######## design 1 ########
==> design_1/density.png <==
Drawn at 2 px/um. The die is cut into 13 by 13 equal tiles; white is low, dark blue is high, 0 to 100% covered.
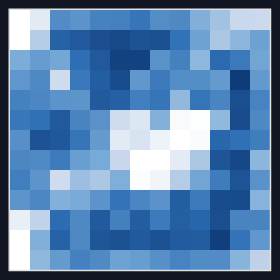

--- src/rtl/wb_result_stage.sv ---
// MEM/WB result stage: registers the four writeback candidates and the mux
// select in front of the 32-bit 4:1 writeback mux.
//
// ALU, MEM and PC+1 results complete one cycle after they are accepted.
// A multdiv op instead parks the stage in WAIT_MD until one of three things
// happens: md_ready arrives, the timeout expires, or a flush discards the op.
// Multdiv errors and timeouts turn into a forced write of MD_EXC_CODE to
// EXC_REG.
//
// Handshake: a transfer happens on a rising edge where in_valid=1 and
// in_ready=1. in_ready depends only on the registered state. While it is low,
// upstream keeps in_valid and its payload stable. md_ready is a single-cycle
// pulse, qualified by md_exception, and it only counts while in WAIT_MD.
module wb_result_stage #(
    parameter int unsigned MD_TIMEOUT  = 64,
    parameter logic [31:0] MD_EXC_CODE = 32'd4,
    parameter logic [4:0]  EXC_REG     = 5'd30
) (
    input  logic        clock,
    input  logic        reset_n,
    input  logic        flush,
    input  logic        in_valid,
    output logic        in_ready,
    input  logic [1:0]  in_kind,
    input  logic [31:0] in_alu,
    input  logic [31:0] in_mem,
    input  logic [31:0] in_pc1,
    input  logic [4:0]  in_rd,
    input  logic        in_we,
    input  logic [31:0] md_result,
    input  logic        md_ready,
    input  logic        md_exception,
    output logic [31:0] mdata0,
    output logic [31:0] mdata1,
    output logic [31:0] mdata2,
    output logic [31:0] mdata3,
    output logic [1:0]  sel,
    output logic [4:0]  wb_rd,
    output logic        wb_we,
    output logic        wb_valid,
    output logic        stall
);

    localparam int unsigned CNT_W = $clog2(MD_TIMEOUT + 1);

    // Counter value during the last permitted WAIT_MD cycle. The counter is 0
    // in the first WAIT_MD cycle, so this allows exactly MD_TIMEOUT cycles.
    localparam logic [CNT_W-1:0] CNT_LAST = CNT_W'(MD_TIMEOUT - 1);

    localparam logic [1:0] KIND_MD = 2'b11;

    typedef enum logic {
        IDLE    = 1'b0,
        WAIT_MD = 1'b1
    } state_t;

    state_t           state;
    state_t           state_next;
    logic [CNT_W-1:0] md_cnt;
    logic [CNT_W-1:0] md_cnt_next;

    // rd/we of the outstanding multdiv op, held until it completes
    logic [4:0]       md_rd;
    logic             md_we;

    // One-cycle decisions that drive the output registers
    logic             take_wb;    // accept a single-cycle op
    logic             take_md;    // accept a multdiv op and start waiting
    logic             md_done;    // multdiv result arrived cleanly
    logic             md_fault;   // multdiv error or timeout -> exception write

    // Ready comes straight from the registered state, so it never depends
    // combinationally on this cycle's inputs.
    assign in_ready = (state == IDLE);
    assign stall    = ~in_ready;

    // State and timeout counter registers
    always_ff @(posedge clock) begin
        if (!reset_n) begin
            state  <= IDLE;
            md_cnt <= '0;
        end else begin
            state  <= state_next;
            md_cnt <= md_cnt_next;
        end
    end

    // Next-state logic and completion decisions. Flush has the highest priority.
    always_comb begin
        state_next  = state;
        md_cnt_next = md_cnt;
        take_wb     = 1'b0;
        take_md     = 1'b0;
        md_done     = 1'b0;
        md_fault    = 1'b0;

        if (flush) begin
            // Discard whatever is in flight. A late md_ready lands in IDLE
            // and is ignored there.
            state_next  = IDLE;
            md_cnt_next = '0;
        end else begin
            case (state)
                IDLE: begin
                    if (in_valid) begin
                        if (in_kind == KIND_MD) begin
                            take_md     = 1'b1;
                            state_next  = WAIT_MD;
                            md_cnt_next = '0;
                        end else begin
                            take_wb = 1'b1;
                        end
                    end
                end
                WAIT_MD: begin
                    md_cnt_next = md_cnt + CNT_W'(1);
                    if (md_ready) begin
                        // A result arriving in the timeout cycle still wins.
                        state_next  = IDLE;
                        md_cnt_next = '0;
                        if (md_exception) begin
                            md_fault = 1'b1;
                        end else begin
                            md_done = 1'b1;
                        end
                    end else if (md_cnt == CNT_LAST) begin
                        state_next  = IDLE;
                        md_cnt_next = '0;
                        md_fault    = 1'b1;
                    end
                end
                default: begin
                    state_next  = IDLE;
                    md_cnt_next = '0;
                end
            endcase
        end
    end

    // Latch destination info of an accepted multdiv op
    always_ff @(posedge clock) begin
        if (!reset_n) begin
            md_rd <= '0;
            md_we <= 1'b0;
        end else if (take_md) begin
            md_rd <= in_rd;
            md_we <= in_we;
        end
    end

    // Output registers. wb_valid/wb_we pulse for one cycle per completion.
    // Data, select and rd hold their last values between completions.
    always_ff @(posedge clock) begin
        if (!reset_n) begin
            mdata0   <= '0;
            mdata1   <= '0;
            mdata2   <= '0;
            mdata3   <= '0;
            sel      <= '0;
            wb_rd    <= '0;
            wb_we    <= 1'b0;
            wb_valid <= 1'b0;
        end else begin
            wb_valid <= 1'b0;
            wb_we    <= 1'b0;

            if (take_wb) begin
                mdata0   <= in_alu;
                mdata1   <= in_mem;
                mdata2   <= in_pc1;
                sel      <= in_kind;
                wb_rd    <= in_rd;
                wb_we    <= in_we & (in_rd != 5'd0);
                wb_valid <= 1'b1;
            end

            if (md_done) begin
                mdata3   <= md_result;
                sel      <= KIND_MD;
                wb_rd    <= md_rd;
                wb_we    <= md_we & (md_rd != 5'd0);
                wb_valid <= 1'b1;
            end

            if (md_fault) begin
                mdata3   <= MD_EXC_CODE;
                sel      <= KIND_MD;
                wb_rd    <= EXC_REG;
                wb_we    <= 1'b1;
                wb_valid <= 1'b1;
            end
        end
    end

endmodule
--- config.mk ---
export PLATFORM = sky130hd
export DESIGN_NAME = wb_result_stage
export DESIGN_NICKNAME = d
export VERILOG_FILES = /design/src/rtl/wb_result_stage.sv
export SDC_FILE = /design/constraint.sdc
export NUM_CORES = 1
export LEC_CHECK = 0
export ABC_AREA = 1
export CORE_MARGIN = 2
export CORE_UTILIZATION = 36
export DETAILED_ROUTE_END_ITERATION = 8
export PLACE_DENSITY = 0.88
export SLEW_MARGIN = 0
export SYNTH_ARGS = -nofsm -noshare
export SYNTH_HDL_FRONTEND = slang
export SYNTH_SLANG_ARGS = --single-unit
--- constraint.sdc ---
create_clock -name clock -period 1.5 [get_ports clock]
set_input_delay 0.225 -clock clock [delete_from_list [all_inputs] [get_ports clock]]
set_output_delay 0.225 -clock clock [all_outputs]
set_load 0.005 [all_outputs]
######## design 2 ########
`config.mk`:
```
export PLATFORM = sky130hd
export DESIGN_NAME = mips_pipeline_core
export DESIGN_NICKNAME = d
export VERILOG_FILES = /design/src/rtl/mips_pipeline_core.sv
export SDC_FILE = /design/constraint.sdc
export NUM_CORES = 1
export LEC_CHECK = 0
export ABC_AREA = 1
export CORE_ASPECT_RATIO = 0.8
export CORE_MARGIN = 1.5
export CORE_UTILIZATION = 65
export CTS_CLUSTER_DIAMETER = 30
export DETAILED_ROUTE_END_ITERATION = 16
export PLACE_DENSITY_LB_ADDON = 0.15
export SLEW_MARGIN = 20
export SYNTH_ARGS = -nofsm -noshare
export SYNTH_HDL_FRONTEND = slang
export SYNTH_SLANG_ARGS = --single-unit
```
`constraint.sdc`:
```
create_clock -name clk -period 7.3 [get_ports clk]
set_input_delay 2.19 -clock clk [delete_from_list [all_inputs] [get_ports clk]]
set_output_delay 2.19 -clock clk [all_outputs]
set_load 0.01 [all_outputs]
```
`src/rtl/mips_pipeline_core.sv`:
```
// mips_pipeline_core: 5-stage 16-bit-ISA MIPS pipeline (clk, reset active-low sync; imem_* fetch, dmem_* load/store, retire, halted)
module mips_pipeline_core #(
  parameter int DATA_W = 16,
  parameter bit FWD_EN = 1
) (
  input  logic              clk,
  input  logic              reset,
  output logic [15:0]       imem_addr,
  input  logic [15:0]       imem_data,
  output logic [15:0]       dmem_addr,
  output logic [DATA_W-1:0] dmem_wdata,
  output logic              dmem_we,
  output logic              dmem_re,
  input  logic [DATA_W-1:0] dmem_rdata,
  output logic              retire,
  output logic              halted
);
  typedef struct packed {
    logic        v;
    logic [15:0] pc;
    logic [15:0] ins;
  } ifid_t;
  typedef struct packed {
    logic              v;
    logic [15:0]       pc;
    logic [3:0]        op, rs, rt, dst;
    logic [DATA_W-1:0] a, b, imm;
    logic              wreg, mw, mr, bne, halt;
  } idex_t;
  typedef struct packed {
    logic              v;
    logic [DATA_W-1:0] res, wd;
    logic [3:0]        dst;
    logic              wreg, mw, mr, halt;
  } exmem_t;
  typedef struct packed {
    logic              v;
    logic [DATA_W-1:0] res;
    logic [3:0]        dst;
    logic              wreg, halt;
  } memwb_t;
  logic [15:0]       pc;
  logic              halting;
  ifid_t             ifid;
  idex_t             idex, idex_n;
  exmem_t            exmem;
  memwb_t            memwb;
  logic [DATA_W-1:0] rf [16];
  logic [3:0]        op, rs, rt;
  logic              rtype, use_rs, use_rt, id_wreg, id_halt, id_jmp;
  logic              wb_we, ex_hit, mem_hit, stall;
  logic              fwd_m, fwd_w, slt, taken;
  logic [15:0]       pc1, jt, target;
  logic [DATA_W-1:0] fa, fb, alu;
  assign op      = ifid.ins[15:12];
  assign rs      = ifid.ins[11:8];
  assign rt      = ifid.ins[7:4];
  assign rtype   = op < 4'd5;
  assign use_rs  = op <= 4'd8;
  assign use_rt  = rtype | op == 4'd7 | op == 4'd8;
  assign id_wreg = rtype | op == 4'd5 | op == 4'd6;
  assign id_halt = ifid.v & op == 4'hF;
  assign id_jmp  = ifid.v & op == 4'd9;
  assign pc1     = ifid.pc + 16'd1;
  assign jt      = {pc1[15:12], ifid.ins[11:0]};
  assign wb_we   = memwb.v & memwb.wreg & |memwb.dst;
  assign ex_hit  = idex.v & idex.wreg & |idex.dst &
                   ((use_rs & rs == idex.dst) | (use_rt & rt == idex.dst));
  assign mem_hit = exmem.v & exmem.wreg & |exmem.dst &
                   ((use_rs & rs == exmem.dst) | (use_rt & rt == exmem.dst));
  // With forwarding only a load one stage ahead is too late; without it, wait until the producer reaches WB
  assign stall   = ifid.v & (FWD_EN ? ex_hit & idex.mr : ex_hit | mem_hit);
  always_comb begin
    idex_n      = '0;
    idex_n.v    = ifid.v;
    idex_n.pc   = ifid.pc;
    idex_n.op   = op;
    idex_n.rs   = rs;
    idex_n.rt   = rt;
    idex_n.dst  = rtype ? ifid.ins[3:0] : rt;
    idex_n.a    = wb_we && memwb.dst == rs ? memwb.res : rf[rs];
    idex_n.b    = wb_we && memwb.dst == rt ? memwb.res : rf[rt];
    idex_n.imm  = {{(DATA_W-4){ifid.ins[3]}}, ifid.ins[3:0]};
    idex_n.wreg = ifid.v & id_wreg;
    idex_n.mw   = ifid.v & op == 4'd7;
    idex_n.mr   = ifid.v & op == 4'd6;
    idex_n.bne  = ifid.v & op == 4'd8;
    idex_n.halt = id_halt;
  end
  assign fwd_m  = FWD_EN & exmem.v & exmem.wreg & |exmem.dst;
  assign fwd_w  = FWD_EN & wb_we;
  assign fa     = fwd_m && exmem.dst == idex.rs ? exmem.res :
                  fwd_w && memwb.dst == idex.rs ? memwb.res : idex.a;
  assign fb     = fwd_m && exmem.dst == idex.rt ? exmem.res :
                  fwd_w && memwb.dst == idex.rt ? memwb.res : idex.b;
  assign slt    = $signed(fa) < $signed(fb);
  assign alu    = idex.op == 4'd0 ? fa + fb :
                  idex.op == 4'd1 ? fa - fb :
                  idex.op == 4'd2 ? fa & fb :
                  idex.op == 4'd3 ? fa | fb :
                  idex.op == 4'd4 ? {{(DATA_W-1){1'b0}}, slt} : fa + idex.imm;
  assign taken  = idex.v & idex.bne & (fa != fb);
  assign target = idex.pc + 16'd1 + idex.imm[15:0];
  always_ff @(posedge clk) begin
    if (!reset) begin
      pc      <= '0;
      ifid    <= '0;
      idex    <= '0;
      exmem   <= '0;
      memwb   <= '0;
      halting <= 1'b0;
      halted  <= 1'b0;
      for (int i = 0; i < 16; i++) rf[i] <= '0;
    end else begin
      exmem  <= '{v: idex.v, res: alu, wd: fb, dst: idex.dst, wreg: idex.wreg,
                  mw: idex.mw, mr: idex.mr, halt: idex.halt};
      memwb  <= '{v: exmem.v, res: exmem.mr ? dmem_rdata : exmem.res, dst: exmem.dst,
                  wreg: exmem.wreg, halt: exmem.halt};
      if (wb_we) rf[memwb.dst] <= memwb.res;
      halted <= halted | (memwb.v & memwb.halt);
      if (taken) begin
        pc   <= target;
        ifid <= '0;
        idex <= '0;
      end else if (stall) begin
        idex <= '0;
      end else begin
        idex <= idex_n;
        if (halting | id_halt) begin
          ifid    <= '0;
          halting <= 1'b1;
        end else if (id_jmp) begin
          pc   <= jt;
          ifid <= '0;
        end else begin
          pc   <= pc + 16'd1;
          ifid <= '{v: 1'b1, pc: pc, ins: imem_data};
        end
      end
    end
  end
  assign imem_addr  = pc;
  assign dmem_addr  = exmem.res[15:0];
  assign dmem_wdata = exmem.wd;
  // Gated by reset so a store sitting in MEM never lands while reset is being applied
  assign dmem_we    = reset & exmem.v & exmem.mw;
  assign dmem_re    = reset & exmem.v & exmem.mr;
  assign retire     = memwb.v;
endmodule

```
==> design_1/clock_map.png <==
Drawn at 4 px/um.
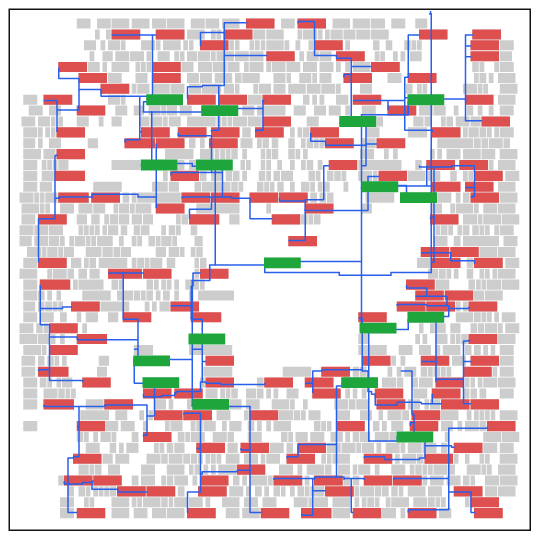
- clock wires: blue (length 1860 um)
- flip-flops: red (count 151)
- cells driving clock nets: green (count 17)
- routed clock nets: 18
- flops lie: all over the die

About design_1/density.png:
- mean over tiles: 57%
- fullest tile: 96%
- densest ninth of the die: north
- nearly empty tiles: 5.3%

==> reports/results.ini, design 1 <==
[timing]
fin_skew_ns=0.00666
report.final.setup_viol=1
setup_slack_ns=-0.00885

[die]
tapCellCount=216
initial_utilization_pct=36.4
dieHeight_um=130

[grt]
grt_util_met3_pct=4.80
grt_max_degree=42
grt_use_met2_pct=34.7

[critical_path]
crit_slowest_cell=sky130_fd_sc_hd__dfxtp_4
worst_setup_path_startpoint=stall
worstPathCellList=buf_4, inv_2, nand3_2, nor2_4, buf_4, clkbuf_16, nor2_1, nor2_1
critPathMaxStageDelay_ns=0.36
cp.arrival_ns=1.85

[yosys]
netlist_top_cells_area=sky130_fd_sc_hd__dfxtp_1 53%, sky130_fd_sc_hd__nor2_1 14%, sky130_fd_sc_hd__o21ai_1 7.1%
syn_area_um2=5700

[outcome]
failing_checks=setup timing
status=complete, but fails checks

[route]
dr_total_vias=5953
top_layer_used=met4
drt_iter0_drc=262
route.detailed.wl_per_inst_um=14.3
met3_length_um=1010

[finish]
non_clock_buffer_area_share_pct=36.1
syn_to_final_growth_pct=74.9
drive_above_1_share_pct=14.5
postLayoutCellArea_um2=9970
area.sequential_um2=3040
numSequentialCells=151

[min_path]
holdCritStartpoint=reset_n

[pwr]
fin_total_pwr_mw=10.2
cellPowerDensity_nw_per_um2=1020

[clock_network]
cts_max_level=4

-- design 1: per-stage QoR --
step	util, %	hold WS (ns)
after floorplan	-	0.371
after global placement	58.4	0.432
after detailed placement	58.4	0.440
after CTS	61.9	0.182
after global routing	63.7	0.187
final	63.7	0.192
-- design 1: worst paths after layout --
path	endpoint	cells past startpoint	slack (ns)
setup reg to reg	mdata1[6]	8	-0.009
setup / recovery	mdata1[6]	8	-0.009
hold reg to reg	md_we	2	0.45
hold / removal	wb_rd[0]	3	0.19
-- design 1: power breakdown --
part,internal (mW),switching [mW]
clock network,2.90,1.61
registers,4.20,0.0896
logic,0.821,0.559
total,7.92,2.25
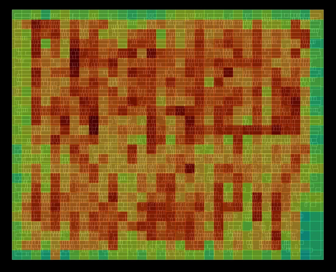
(design_2/final_congestion.png)
utilization after layout: 75.2%
detail-routed net length per standard cell: 22.6 um

==> reports/results.ini, design 2 <==
[outcome]
status=finished clean

[route]
drtAntennaViolNets=0
top_layer_used=met4
post-route-drc-count=0

[timing]
min_period_over_period_pct=72.3
tightest_slew_ns=1.16
setup_slack_ns=2.02

[finish]
syn_to_final_growth_pct=13.7
layout.nets=3259
most_flops_register=rf
drive_above_1_share_pct=7.56
postLayoutCellArea_um2=28800
largest_register_ffs=256
layout.cells.most_common=sky130_fd_sc_hd__nor2_1

[critical_path]
crit_type=reg2reg
cp_max_fo=33
worstPathRequired_ns=7.86
cp.arrival_ns=5.84
worst_setup_path_startpoint=memwb[5]
critPathMaxStageDelay_ns=0.57

[yosys]
syn_area_um2=25300
syn_avg_cell_area_um2=7.97
area_fraction_in_full_adders_half_adders_and_majority_gates_pct=4.22
yosys_register_bits=445
logic_family=AND-OR/OR-AND gates
synthMostInstantiatedCell=sky130_fd_sc_hd__nor2_1
edff_count_synth=256
netlist_top_cells_area=sky130_fd_sc_hd__edfxtp_1 30%, sky130_fd_sc_hd__dfxtp_1 15%, sky130_fd_sc_hd__o21ai_0 8.3%

[clock_network]
cts_root_buffer=sky130_fd_sc_hd__clkbuf_16

[grt]
grt_busiest_layer=met2
grt_pass1_vias=22300
gr-total-overflow=0
use_met1_pct=55.6

[pwr]
ir_worst_vdd_v=0.000212
leakagePower_nw=11.4
power_switching_share_pct=28.3
share_clk_of_total_power_pct=50.2

[die]
initial_utilization_pct=66.1

[flow_run]
timing.max_cap.violations=0

[place]
place.gp.congestion=1.01
portBuffers=85

[min_path]
holdPathEnd=memwb[0]

-- design 2: power groups by stage --
stage | registers [mW] | clock network [mW] | logic [mW]
after floorplan | 2.87 | 0 | 0.721
after global placement | 2.92 | 0 | 0.975
after detailed placement | 2.93 | 0 | 0.989
after CTS | 2.88 | 3.94 | 0.999
after global routing | 2.89 | 4.06 | 1.11
final | 2.89 | 3.95 | 1.04
-- design 2: area by class of cell --
class                      count  area [um^2]
inverter                     315         1180
tap                          495          619
sequential                   445        11500
timing repair buffer         108         1020
clock buffer                 103         2330
clock inverter                55          577
fill                        2746         9510
multi-input combinational   2188        11600

==> gallery <==
PDN straps and rails.
Plate I
Drawn at 4 px/um. Pins as bars on the die edge.
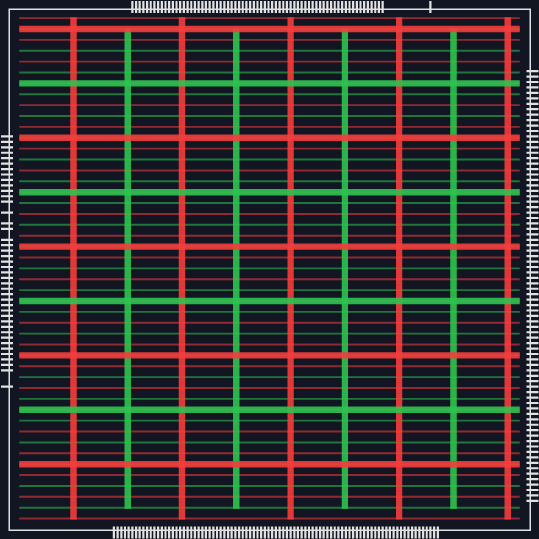
Plate II
Drawn at 2 px/um. Pins as bars on the die edge.
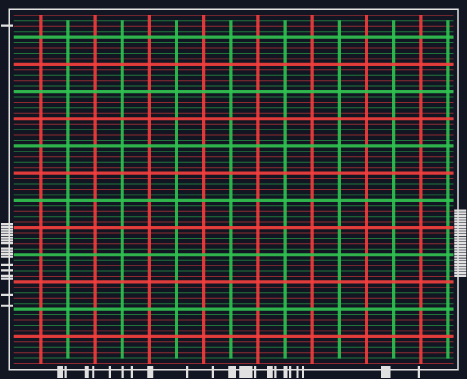
The one with the most pins is Plate I.
The one with the largest die is Plate II.
Plate II comes from design 2.
Plate I comes from design 1.

Key to Plate I:
- VDD: green
- VSS: red
- met4 straps: 9
- signal pins: 281
- met5 straps: 9


######## design 3 ########
==> design_3/final_congestion.png <==
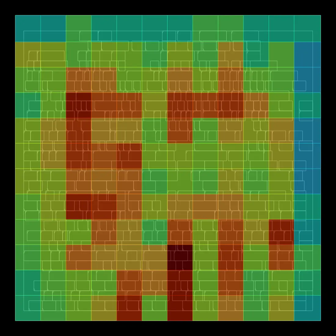
==> design_3/density.png <==
Drawn at 3 px/um. The die is cut into 8 by 8 equal tiles; white is low, dark blue is high, 0 to 100% covered.
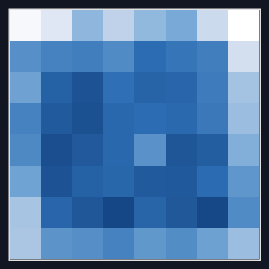
==> design_3/pdn.png <==
Drawn at 6 px/um. Pins as bars on the die edge.
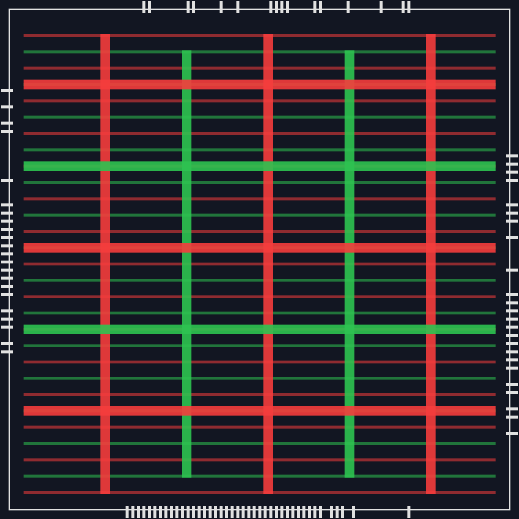
[config.mk]
export PLATFORM = sky130hd
export DESIGN_NAME = pipe_ctrl_hazard
export DESIGN_NICKNAME = d
export VERILOG_FILES = /design/src/rtl/pipe_ctrl_hazard_pkg.sv /design/src/rtl/pipe_fwd_unit.sv /design/src/rtl/pipe_ctrl_hazard.sv
export SDC_FILE = /design/constraint.sdc
export NUM_CORES = 1
export LEC_CHECK = 0
export CAP_MARGIN = 20
export CORE_MARGIN = 2
export CORE_UTILIZATION = 52
export CTS_BUF_LIST = sky130_fd_sc_hd__clkbuf_4 sky130_fd_sc_hd__clkbuf_8
export CTS_CLUSTER_DIAMETER = 30
export CTS_CLUSTER_SIZE = 28
export DETAILED_ROUTE_END_ITERATION = 7
export PLACE_DENSITY = 0.9
export SETUP_SLACK_MARGIN = 0.2
export SLEW_MARGIN = 0
export SYNTH_ARGS = -nofsm -noshare
export SYNTH_HDL_FRONTEND = slang
export SYNTH_SLANG_ARGS = --single-unit
export TNS_END_PERCENT = 10
[constraint.sdc]
create_clock -name CLK -period 5.6 [get_ports CLK]
set_input_delay 1.12 -clock CLK [delete_from_list [all_inputs] [get_ports CLK]]
set_output_delay 1.12 -clock CLK [all_outputs]
set_load 0.01 [all_outputs]
[src/rtl/pipe_ctrl_hazard_pkg.sv]
// Shared definitions for the 5-stage control pipeline: ALU op classes, forward
// selects and the control bundle carried by every stage register.
package pipe_ctrl_hazard_pkg;

  typedef enum logic [1:0] {
    ALU_ADD   = 2'b00,
    ALU_SUB   = 2'b01,
    ALU_FUNCT = 2'b10
  } alu_op_e;

  typedef enum logic [1:0] {
    FWD_REGF = 2'b00,
    FWD_WB   = 2'b01,
    FWD_MEM  = 2'b10
  } fwd_sel_e;

  localparam int unsigned LINK_REG_DEF = 31;

  typedef struct packed {
    alu_op_e alu_op;
    logic    alu_src;
    logic    branch;
    logic    mem_read;
    logic    mem_write;
    logic    reg_write;
    logic    mem_to_reg;
    logic    jal;
  } ctrl_t;

endpackage

[src/rtl/pipe_fwd_unit.sv]
// EX-stage operand forwarding: a pending MEM write wins over a pending WB write;
// register 0 is never forwarded.
module pipe_fwd_unit
  import pipe_ctrl_hazard_pkg::*;
#(
  parameter int RA_W = 5
) (
  input  logic            mem_reg_write_i,
  input  logic [RA_W-1:0] mem_write_reg_i,
  input  logic            wb_reg_write_i,
  input  logic [RA_W-1:0] wb_write_reg_i,
  input  logic [RA_W-1:0] ex_rs_i,
  input  logic [RA_W-1:0] ex_rt_i,
  output logic [1:0]      fwd_a_o,
  output logic [1:0]      fwd_b_o
);

  function automatic fwd_sel_e pick(input logic [RA_W-1:0] src);
    if (mem_reg_write_i && (mem_write_reg_i != '0) && (mem_write_reg_i == src))
      return FWD_MEM;
    else if (wb_reg_write_i && (wb_write_reg_i != '0) && (wb_write_reg_i == src))
      return FWD_WB;
    else
      return FWD_REGF;
  endfunction

  assign fwd_a_o = pick(ex_rs_i);
  assign fwd_b_o = pick(ex_rt_i);

endmodule

[src/rtl/pipe_ctrl_hazard.sv]
// Control-path pipeline ID->EX->MEM->WB with load-use stall, branch/jump flush,
// forwarding selects and saturating stall/flush event counters.
module pipe_ctrl_hazard
  import pipe_ctrl_hazard_pkg::*;
#(
  parameter int RA_W     = 5,
  parameter int CNT_W    = 16,
  parameter int LINK_REG = LINK_REG_DEF
) (
  input  logic             CLK,
  input  logic             RST,
  input  logic             IdRegDst,
  input  logic             IdJump,
  input  logic             IdBranch,
  input  logic             IdMemRead,
  input  logic             IdMemtoReg,
  input  logic             IdMemWrite,
  input  logic             IdALUSrc,
  input  logic             IdRegWrite,
  input  logic             IdJAL,
  input  logic [1:0]       IdALUOp,
  input  logic [RA_W-1:0]  IdRs,
  input  logic [RA_W-1:0]  IdRt,
  input  logic [RA_W-1:0]  IdRd,
  input  logic             ExBranchTaken,
  output logic [1:0]       ExALUOp,
  output logic             ExALUSrc,
  output logic             ExBranch,
  output logic [RA_W-1:0]  ExRs,
  output logic [RA_W-1:0]  ExRt,
  output logic [RA_W-1:0]  ExWriteReg,
  output logic             MemMemRead,
  output logic             MemMemWrite,
  output logic             MemRegWrite,
  output logic [RA_W-1:0]  MemWriteReg,
  output logic             WbRegWrite,
  output logic             WbMemtoReg,
  output logic             WbJAL,
  output logic [RA_W-1:0]  WbWriteReg,
  output logic [1:0]       ForwardA,
  output logic [1:0]       ForwardB,
  output logic             PCWrite,
  output logic             IFIDWrite,
  output logic             IFIDFlush,
  output logic [CNT_W-1:0] StallCount,
  output logic [CNT_W-1:0] FlushCount
);

  localparam logic [RA_W-1:0] LINK_ADDR = RA_W'(LINK_REG);

  ctrl_t           id_ctrl, ex_d, ex_q, mem_q, wb_q;
  logic [RA_W-1:0] ex_rs_d, ex_rs_q, ex_rt_d, ex_rt_q, ex_wr_d, ex_wr_q;
  logic [RA_W-1:0] mem_wr_q, wb_wr_q;
  logic [CNT_W-1:0] stall_cnt_d, stall_cnt_q, flush_cnt_d, flush_cnt_q;
  logic load_use, flush, stall, ifid_flush;

  assign id_ctrl = '{
    alu_op:     alu_op_e'(IdALUOp),
    alu_src:    IdALUSrc,
    branch:     IdBranch,
    mem_read:   IdMemRead,
    mem_write:  IdMemWrite,
    reg_write:  IdRegWrite,
    mem_to_reg: IdMemtoReg,
    jal:        IdJAL
  };

  // A taken branch squashes the ID instruction, so any hazard it raised is moot.
  assign flush      = ex_q.branch & ExBranchTaken;
  assign load_use   = ex_q.mem_read & (ex_rt_q != '0) & ((ex_rt_q == IdRs) | (ex_rt_q == IdRt));
  assign stall      = load_use & ~flush;
  assign ifid_flush = flush | (IdJump & ~stall);

  // NOTE: every always_comb output gets a default first so no path leaves it unassigned (no latch).
  always_comb begin
    ex_d    = id_ctrl;
    ex_rs_d = IdRs;
    ex_rt_d = IdRt;
    ex_wr_d = IdJAL ? LINK_ADDR : (IdRegDst ? IdRd : IdRt);
    if (stall || flush) begin
      ex_d    = '0;
      ex_rs_d = '0;
      ex_rt_d = '0;
      ex_wr_d = '0;
    end
  end

  always_comb begin
    stall_cnt_d = stall_cnt_q;
    flush_cnt_d = flush_cnt_q;
    if (stall && (stall_cnt_q != '1))
      stall_cnt_d = stall_cnt_q + CNT_W'(1);
    if (ifid_flush && (flush_cnt_q != '1))
      flush_cnt_d = flush_cnt_q + CNT_W'(1);
  end

  // NOTE: sequential state uses non-blocking assignments so each stage samples the previous stage's old value.
  always_ff @(posedge CLK) begin
    if (RST) begin
      ex_q        <= '0;
      ex_rs_q     <= '0;
      ex_rt_q     <= '0;
      ex_wr_q     <= '0;
      mem_q       <= '0;
      mem_wr_q    <= '0;
      wb_q        <= '0;
      wb_wr_q     <= '0;
      stall_cnt_q <= '0;
      flush_cnt_q <= '0;
    end else begin
      ex_q        <= ex_d;
      ex_rs_q     <= ex_rs_d;
      ex_rt_q     <= ex_rt_d;
      ex_wr_q     <= ex_wr_d;
      mem_q       <= ex_q;
      mem_wr_q    <= ex_wr_q;
      wb_q        <= mem_q;
      wb_wr_q     <= mem_wr_q;
      stall_cnt_q <= stall_cnt_d;
      flush_cnt_q <= flush_cnt_d;
    end
  end

  pipe_fwd_unit #(.RA_W(RA_W)) u_fwd (
    .mem_reg_write_i (mem_q.reg_write),
    .mem_write_reg_i (mem_wr_q),
    .wb_reg_write_i  (wb_q.reg_write),
    .wb_write_reg_i  (wb_wr_q),
    .ex_rs_i         (ex_rs_q),
    .ex_rt_i         (ex_rt_q),
    .fwd_a_o         (ForwardA),
    .fwd_b_o         (ForwardB)
  );

  assign ExALUOp     = ex_q.alu_op;
  assign ExALUSrc    = ex_q.alu_src;
  assign ExBranch    = ex_q.branch;
  assign ExRs        = ex_rs_q;
  assign ExRt        = ex_rt_q;
  assign ExWriteReg  = ex_wr_q;
  assign MemMemRead  = mem_q.mem_read;
  assign MemMemWrite = mem_q.mem_write;
  assign MemRegWrite = mem_q.reg_write;
  assign MemWriteReg = mem_wr_q;
  assign WbRegWrite  = wb_q.reg_write;
  assign WbMemtoReg  = wb_q.mem_to_reg;
  assign WbJAL       = wb_q.jal;
  assign WbWriteReg  = wb_wr_q;
  assign PCWrite     = ~stall;
  assign IFIDWrite   = ~stall;
  assign IFIDFlush   = ifid_flush;
  assign StallCount  = stall_cnt_q;
  assign FlushCount  = flush_cnt_q;

  // Fields a later stage no longer needs; kept in the shared bundle for uniformity.
  logic unused_ctrl;
  assign unused_ctrl = ^{ex_q.mem_to_reg, mem_q.alu_op, mem_q.alu_src, mem_q.branch, mem_q.mem_to_reg,
                         mem_q.jal, wb_q.alu_op, wb_q.alu_src, wb_q.branch, wb_q.mem_read, wb_q.mem_write};

endmodule

==> reports/results.ini <==
[outcome]
status=finished clean

[place]
worst_slack_at_placement_ns=1.40
portBuffers=102

[critical_path]
cp.arrival_ns=3.11
crit_slowest_cell=sky130_fd_sc_hd__clkdlybuf4s50_1
worstPathRequired_ns=4.48
timing.critical_path.from_type=input pin
worst_setup_path_startpoint=IdRs[4]
worst-r2r-cell-count=6

[pwr]
combinational_gate_power_mw=0.133
p_clk_mw=0.416
cellPowerDensity_nw_per_um2=250
comb_power_share_pct=11.9
share_clk_of_total_power_pct=37.3
power.internal_mw=0.845

[yosys]
synthMostInstantiatedCell=sky130_fd_sc_hd__dfxtp_1
yosys_aoi_share_pct=12.4
netlist_top_cells_area=sky130_fd_sc_hd__dfxtp_1 45%, sky130_fd_sc_hd__nor2b_1 4.8%, sky130_fd_sc_hd__xnor2_1 4.3%
synthXorXnorAreaFrac_pct=8.34
logic_family=simple AND/OR/NAND/NOR gates
edff_count_synth=0
post_synth_inst_count=351
area_fraction_in_full_adders_half_adders_and_majority_gates_pct=0.768

[clock_network]
cts_post_setup_buffers_inserted=0
postCtsHoldBufs=0
cts_max_level=3

[timing]
min_period_over_period_pct=75.5

[route]
drtAntennaViolNets=0
drt_first_pass_iters=4
post-route-drc-count=0

[die]
dieHeight_um=83.1
boundaryPins=103
die_w_um=83.1

[grt]
grt_util_all_layers_pct=24.6
grt_antenna_before_repair=0

[finish]
area.sequential_um2=1480
layout.nets=476
top_layout_cells=101 x sky130_fd_sc_hd__clkdlybuf4s50_1, 74 x sky130_fd_sc_hd__dfxtp_1, 25 x sky130_fd_sc_hd__nor2b_1
layout.cells.most_common=sky130_fd_sc_hd__clkdlybuf4s50_1

[min_path]
worstHoldPathCells=1

## Picture notes: design_3/final_congestion.png
utilization after layout: 74.7%
met1 Usage GRT: 30.6%

## Picture notes: design_3/density.png
- nearly empty tiles: 1.6%
- tiles over 75% full: 42%
- mean over tiles: 63%
- fullest tile: 91%
- emptiest ninth of the die: north-east

## Picture notes: design_3/pdn.png
- VSS: red
- VDD: green
- rows: 28
- signal pins: 103
- met5 straps: 5
- met1 rails: 29

==> per-layer routing <==
metal	wire length (um)	GRT usage, %
met1	3570	30.6
met2	4130	40.5
met3	433	5.17
met4	197	12.1
met5	0	0
==> cell type report <==
class,instances,share of cell area [%]
clock buffers,11,3.24
clock inverters,5,1.20
inverters,4,0.335
multi-input cells,253,37.1
flip-flops and latches,74,33.1
well taps,75,2.10
repair buffers,103,23.0
==> critical path: cells and delay by family <==
kind,cells,cell delay (ns)
AND/OR/NAND/NOR,2,0.33
AND-OR/OR-AND,1,0.28
XOR/XNOR,1,0.15
buffers and inverters,3,1.22


==> layout pictures side by side <==
Signal wires on met4.
shot_01.png
Drawn at 3 px/um.
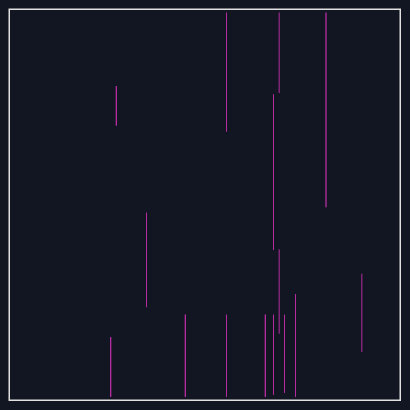
shot_02.png
Drawn at 4 px/um.
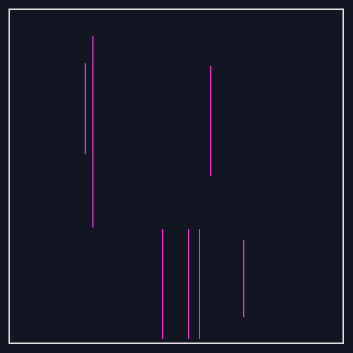
shot_03.png
Drawn at 1.5 px/um.
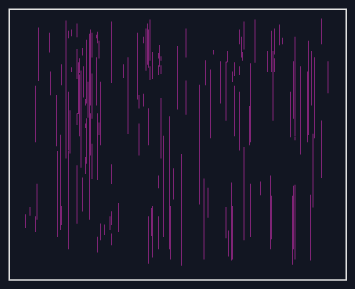
shot_02.png comes from design 3.
shot_01.png comes from design 1.
shot_03.png comes from design 2.
- smallest die: shot_02.png
- largest die: shot_03.png

Key to shot_03.png:
- longest straight run: 124 um
- main direction: vertical
- nets with wire on the layer: 117
- share of all routed wire: 4.8%

No activity file was given, so power comes from the tool's default toggle rates.
